# ---- mux ----
mux/placement.png
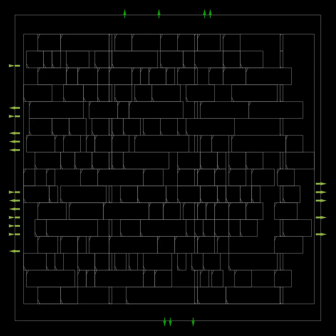

===== config.mk =====
export PLATFORM = sky130hd
export DESIGN_NAME = mux
export DESIGN_NICKNAME = d
export VERILOG_FILES = /design/src/rtl/mux.sv
export SDC_FILE = /design/constraint.sdc
export NUM_CORES = 1
export LEC_CHECK = 0
export CAP_MARGIN = 30
export CORE_UTILIZATION = 42
export DETAILED_ROUTE_END_ITERATION = 12
export PLACE_DENSITY = 0.83
export RECOVER_POWER = 25
export SLEW_MARGIN = 20
export SYNTH_ARGS = -nofsm -noshare
export SYNTH_HDL_FRONTEND = slang
export SYNTH_SLANG_ARGS = --single-unit

===== constraint.sdc =====
create_clock -name clk -period 1.7 [get_ports clk]
set_input_delay 0.51 -clock clk [delete_from_list [all_inputs] [get_ports clk]]
set_output_delay 0.51 -clock clk [all_outputs]
set_load 0.005 [all_outputs]

===== src/rtl/mux.sv =====
// Two-input mux with a registered copy of its output and saturating
// counters for select changes and value-changing captures.
module mux #(
  parameter int WIDTH = 1,
  parameter int CNT_W = 8
) (
  output logic [WIDTH-1:0] y,
  input  logic             s,
  input  logic [WIDTH-1:0] i1,
  input  logic [WIDTH-1:0] i0,
  input  logic             clk,
  input  logic             rst_n,
  input  logic             en,
  output logic [WIDTH-1:0] y_q,
  output logic             q_valid,
  output logic [CNT_W-1:0] sel_cnt,
  output logic [CNT_W-1:0] out_cnt
);

  localparam logic [CNT_W-1:0] CNT_MAX = '1;

  logic [WIDTH-1:0] r_yq;
  logic             r_qValid;
  logic             r_sPrev;
  logic             r_sPrevValid;
  logic [CNT_W-1:0] r_selCnt;
  logic [CNT_W-1:0] r_outCnt;
  logic             w_selChanged;
  logic             w_outChanged;

  // A ternary merges i0/i1 bitwise when s is unknown: agreeing bits pass, others go X.
  assign y = s ? i1 : i0;

  assign w_selChanged = r_sPrevValid && (s != r_sPrev);
  assign w_outChanged = en && (y != r_yq);

  always_ff @(posedge clk) begin
    if (!rst_n) begin
      r_yq         <= '0;
      r_qValid     <= 1'b0;
      r_sPrev      <= 1'b0;
      r_sPrevValid <= 1'b0;
      r_selCnt     <= '0;
      r_outCnt     <= '0;
    end else begin
      r_sPrev      <= s;
      r_sPrevValid <= 1'b1;
      if (en) begin
        r_yq     <= y;
        r_qValid <= 1'b1;
      end
      if (w_selChanged && (r_selCnt != CNT_MAX)) begin
        r_selCnt <= r_selCnt + CNT_W'(1);
      end
      if (w_outChanged && (r_outCnt != CNT_MAX)) begin
        r_outCnt <= r_outCnt + CNT_W'(1);
      end
    end
  end

  assign y_q     = r_yq;
  assign q_valid = r_qValid;
  assign sel_cnt = r_selCnt;
  assign out_cnt = r_outCnt;

endmodule


# ---- branch_unit ----
--- src/rtl/branch_unit.sv ---
// branch_unit: registered branch decision with a circular return-address stack.
// Define BRANCH_STATS_EN to add the 16-bit taken-branch counter on taken_count.
module branch_unit #(
  parameter int DATA_W    = 16,
  parameter int ADDR_W    = 16,
  parameter int RAS_DEPTH = 8
) (
  input  logic                         clk,
  input  logic                         rst,
  input  logic                         valid_in,
  input  logic [2:0]                   jump_operator,
  input  logic [DATA_W-1:0]            test_value,
  input  logic [ADDR_W-1:0]            dest_address,
  input  logic [ADDR_W-1:0]            return_address,
  input  logic                         err_clr,
  output logic                         pc_write_enabled,
  output logic [ADDR_W-1:0]            pc_target,
  output logic [$clog2(RAS_DEPTH):0]   ras_count,
  output logic                         ras_overflow,
  output logic                         ras_underflow,
  output logic [15:0]                  taken_count
);
  localparam int PW = $clog2(RAS_DEPTH);
  localparam logic [2:0] OP_JMP  = 3'd0;
  localparam logic [2:0] OP_JEZ  = 3'd1;
  localparam logic [2:0] OP_JNZ  = 3'd2;
  localparam logic [2:0] OP_JGZ  = 3'd3;
  localparam logic [2:0] OP_JLZ  = 3'd4;
  localparam logic [2:0] OP_CALL = 3'd5;
  localparam logic [2:0] OP_RET  = 3'd6;
  localparam logic [PW-1:0] P_ONE = 1;
  localparam logic [PW:0] C_ONE = 1;
  localparam logic [PW:0] C_FULL = (PW+1)'(RAS_DEPTH);

  logic [ADDR_W-1:0] ras_mem [RAS_DEPTH];
  logic [PW-1:0]     ptr_q, ptr_d;
  logic [PW:0]       cnt_q, cnt_d;
  logic              pc_we_q, pc_we_d;
  logic [ADDR_W-1:0] pc_target_q, pc_target_d;
  logic              ovf_q, ovf_d, unf_q, unf_d;
  logic              zero, neg, empty, full, is_call, is_ret, cond, taken;

  always_comb begin
    zero        = test_value == '0;
    neg         = test_value[DATA_W-1];
    empty       = cnt_q == '0;
    full        = cnt_q == C_FULL;
    is_call     = valid_in && jump_operator == OP_CALL;
    is_ret      = valid_in && jump_operator == OP_RET;
    cond        = (jump_operator == OP_JMP || jump_operator == OP_CALL) ? 1'b1 :
                  jump_operator == OP_JEZ ? zero :
                  jump_operator == OP_JNZ ? !zero :
                  jump_operator == OP_JGZ ? (!neg && !zero) :
                  jump_operator == OP_JLZ ? neg :
                  jump_operator == OP_RET ? !empty : 1'b0;
    taken       = valid_in && cond;
    pc_we_d     = taken;
    pc_target_d = !taken ? pc_target_q : is_ret ? ras_mem[ptr_q - P_ONE] : dest_address;
    // a full stack keeps pushing: the pointer wraps onto the oldest entry
    ptr_d       = is_call ? ptr_q + P_ONE : (is_ret && !empty) ? ptr_q - P_ONE : ptr_q;
    cnt_d       = (is_call && !full) ? cnt_q + C_ONE : (is_ret && !empty) ? cnt_q - C_ONE : cnt_q;
    ovf_d       = (ovf_q && !err_clr) || (is_call && full);
    unf_d       = (unf_q && !err_clr) || (is_ret && empty);
  end

  always_ff @(posedge clk or posedge rst) begin
    if (rst) begin
      pc_we_q     <= 1'b0;
      pc_target_q <= '0;
      ptr_q       <= '0;
      cnt_q       <= '0;
      ovf_q       <= 1'b0;
      unf_q       <= 1'b0;
    end else begin
      pc_we_q     <= pc_we_d;
      pc_target_q <= pc_target_d;
      ptr_q       <= ptr_d;
      cnt_q       <= cnt_d;
      ovf_q       <= ovf_d;
      unf_q       <= unf_d;
    end
  end

  always_ff @(posedge clk) begin
    if (is_call && !rst) ras_mem[ptr_q] <= return_address;
  end

`ifdef BRANCH_STATS_EN
  logic [15:0] taken_q, taken_d;
  always_comb taken_d = taken ? taken_q + 16'd1 : taken_q;
  always_ff @(posedge clk or posedge rst) begin
    if (rst) taken_q <= '0;
    else taken_q <= taken_d;
  end
  assign taken_count = taken_q;
`else
  assign taken_count = '0;
`endif

  assign pc_write_enabled = pc_we_q;
  assign pc_target        = pc_target_q;
  assign ras_count        = cnt_q;
  assign ras_overflow     = ovf_q;
  assign ras_underflow    = unf_q;
endmodule

--- config.mk ---
export PLATFORM = sky130hd
export DESIGN_NAME = branch_unit
export DESIGN_NICKNAME = d
export VERILOG_FILES = /design/src/rtl/branch_unit.sv
export SDC_FILE = /design/constraint.sdc
export NUM_CORES = 1
export LEC_CHECK = 0
export ABC_AREA = 0
export CORE_ASPECT_RATIO = 1.25
export CORE_MARGIN = 1
export CORE_UTILIZATION = 49
export CTS_CLUSTER_SIZE = 20
export DETAILED_ROUTE_END_ITERATION = 16
export PLACE_DENSITY_LB_ADDON = 0.25
export SYNTH_ARGS = -nofsm -noshare
export SYNTH_HDL_FRONTEND = slang
export SYNTH_SLANG_ARGS = --single-unit
export TNS_END_PERCENT = 100
--- constraint.sdc ---
create_clock -name clk -period 3.14 [get_ports clk]
set_clock_uncertainty 0.2 [all_clocks]
set_input_delay 0.314 -clock clk [delete_from_list [all_inputs] [get_ports clk]]
set_output_delay 0.314 -clock clk [all_outputs]
set_load 0.01 [all_outputs]

==> screenshots <==
Layout detail.
shot_01.png
Region (37, 50) to (67, 80) um. Cells in gray, sequential cells in the stronger gray; small squares are vias.
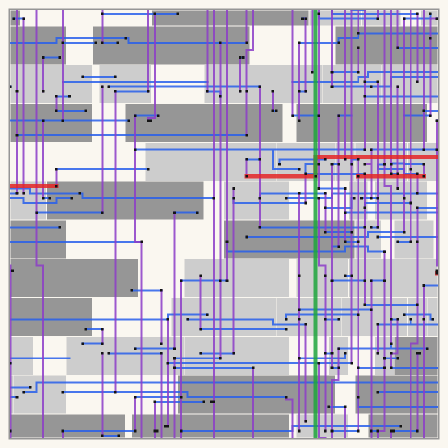
shot_02.png
Region (10, 10) to (40, 40) um. Cells in gray, sequential cells in the stronger gray; small squares are vias.
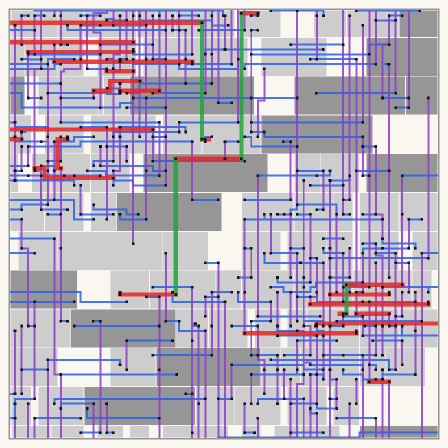
shot_01.png: branch_unit
shot_02.png: mux

Key to shot_01.png:
Blue is metal 1. Green is metal 4. Red is metal 3. Purple is metal 2.
Sequential cells in the window: 13. 42 logic cells have their middle in the window. Most frequent: edfxtp_1 (9), buf_12 (5). Netlist names of flops here include `ras_mem` (9), `pc_target` (2), `ptr_q` (2).

branch_unit/placement.png
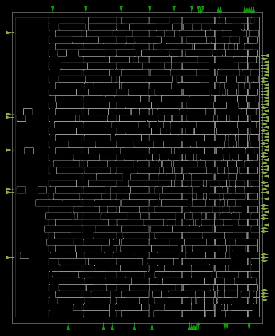
Cell Rows: 46
tap cells: 168
fin cells: 627

branch_unit/metal_density.png
Scale: 2 px per um. 21 x 26 tiles, from dark purple (low) to yellow (high), scaled to the fullest tile. Values are wire area over tile area, all layers added.
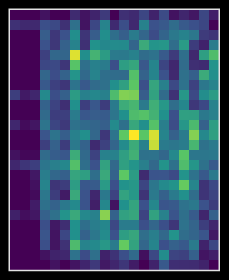
The mean over all tiles is 0.15. 17% of the tiles are over half the peak. 12% of the tiles are nearly empty. The fullest tile reaches 0.49.

==> flow_summary.json, branch_unit <==
{
  "outcome": "completed",
  "ir_drop_v": 0.000605,
  "switching_share": 0.295,
  "p_clk_frac": 0.284,
  "p_switching_mw": 1.98,
  "slew_viol_final": 0,
  "drt_wl_total_um": 12800,
  "grtUsageMet2": 0.351,
  "end_kind": "flip-flop",
  "crit_cells": 8,
  "n_all_inverters": 9,
  "synth_cell_type_count": 41,
  "edf_count": 128,
  "cts-resized-gates": 0,
  "cap_violations": 0,
  "die_w_um": 104,
  "synth_dominant_cell_count": "edfxtp_1",
  "top_register": "ras_mem",
  "mostFrequentLayoutCell": "edfxtp_1",
  "hold_slack_ns": 0.132,
  "coreArea_sq_um": 12700,
  "cts_buffers": 17,
  "fmax_mhz": 340,
  "crit_path_start": "ptr_q[1]",
  "power_density_nw_per_um2": 831,
  "post_drt_via_cell_ratio": 5.37,
  "clkLatencyLatePin_ns": 0.42,
  "r2r_end": "pc_target[13]",
  "wire_per_inst_um": 20.3,
  "vias": 3370,
  "p_leak_nw": 2.88,
  "hold_path.class": "in2async",
  "dp_cells": 596,
  "fillers": 884,
  "first_global_vias": 3589,
  "logic_area_sq_um": 1770,
  "m1WireLength_um": 5320,
  "drt_iter0_markers": 152,
  "r2r_start": "ptr_q[1]",
  "cpLargestDelayFamily": "multiplexers",
  "seq_power_share": 0.370,
  "cts.clk_slew.worst_paths_ns": 0.06,
  "firstDrtPassIters": 4
}
mux/wires.png
Scale: 8 px per um. Two of the layers only.
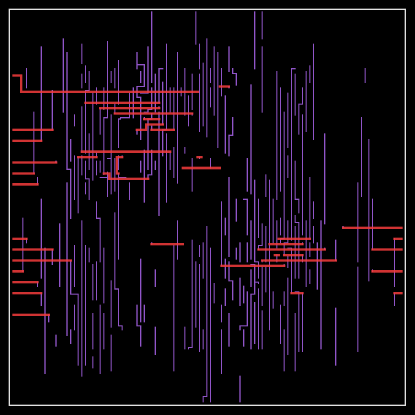
Red is metal 3, wire length 190 um. Purple is metal 2, wire length 1310 um.

mux/metal_density.png
Scale: 6 px per um. 10 x 10 tiles, from dark purple (low) to yellow (high), scaled to the fullest tile. Values are wire area over tile area, all layers added.
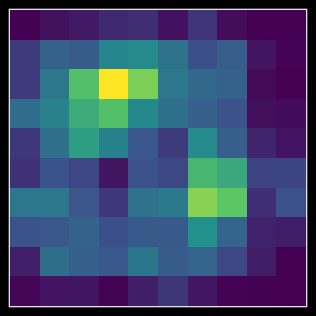
The fullest tile reaches 0.67. 11% of the tiles are nearly empty. The emptiest ninth of the die: north-east. The mean over all tiles is 0.18.

About mux/placement.png:
Seq/total area: 0.274
core region area: 2040 sq um
registers: 20
fin cells: 191

==> flow_summary.json, mux <==
{
  "outcome": "completed",
  "synth-compound-area-share": 0.188,
  "ys.flop_type": "dfxtp_1",
  "io_buffers": 24,
  "fin_crit_ns": 1.68,
  "seq_power_share": 0.472,
  "p_clk_frac": 0.383,
  "fp_nets": 115,
  "dp_hpwl_um": 1650,
  "cap_violations": 0,
  "vias": 1066,
  "post_drt_via_cell_ratio": 5.58,
  "postSynthAreaPerCell_sq_um": 8.79,
  "met1_usage": 0.308,
  "cts.clk_slew.worst_paths_ns": 0.12,
  "max_stage_delay_ns": 0.53,
  "yosysTopAreaCell": "dfxtp_1",
  "post-cts-setup-buffers": 16,
  "n_antenna_cell": 0,
  "powerSeq_uw": 484,
  "die_w_um": 49.3,
  "crit_end": "out_cnt[5]",
  "finClkSkew_ns": 0.0122,
  "adder_share": 0.0266,
  "crit_chain": "buf_6 -> mux2i_4 -> buf_6 -> mux2_4 -> or4_1 -> a21oi_1",
  "cpLargestDelayFamily": "multiplexers",
  "switching_share": 0.223,
  "placement_rows": 16,
  "path_max_fanout": 4,
  "crit_path_start": "s",
  "pin_count": 25,
  "firstDrtPassIters": 4
}


==> gallery <==
Gate-type map.
Plate I
Scale: 3 px per um.
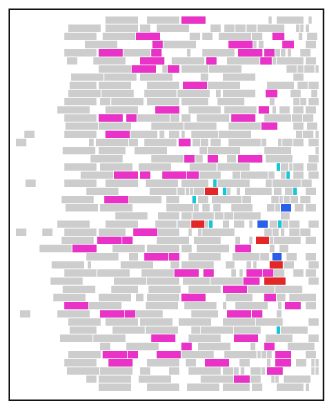
Plate II
Scale: 8 px per um.
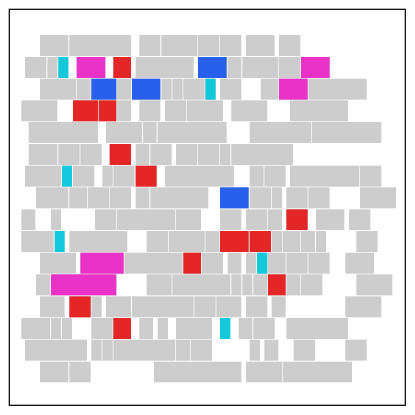
mux is Plate II.
branch_unit is Plate I.
- largest die: Plate I

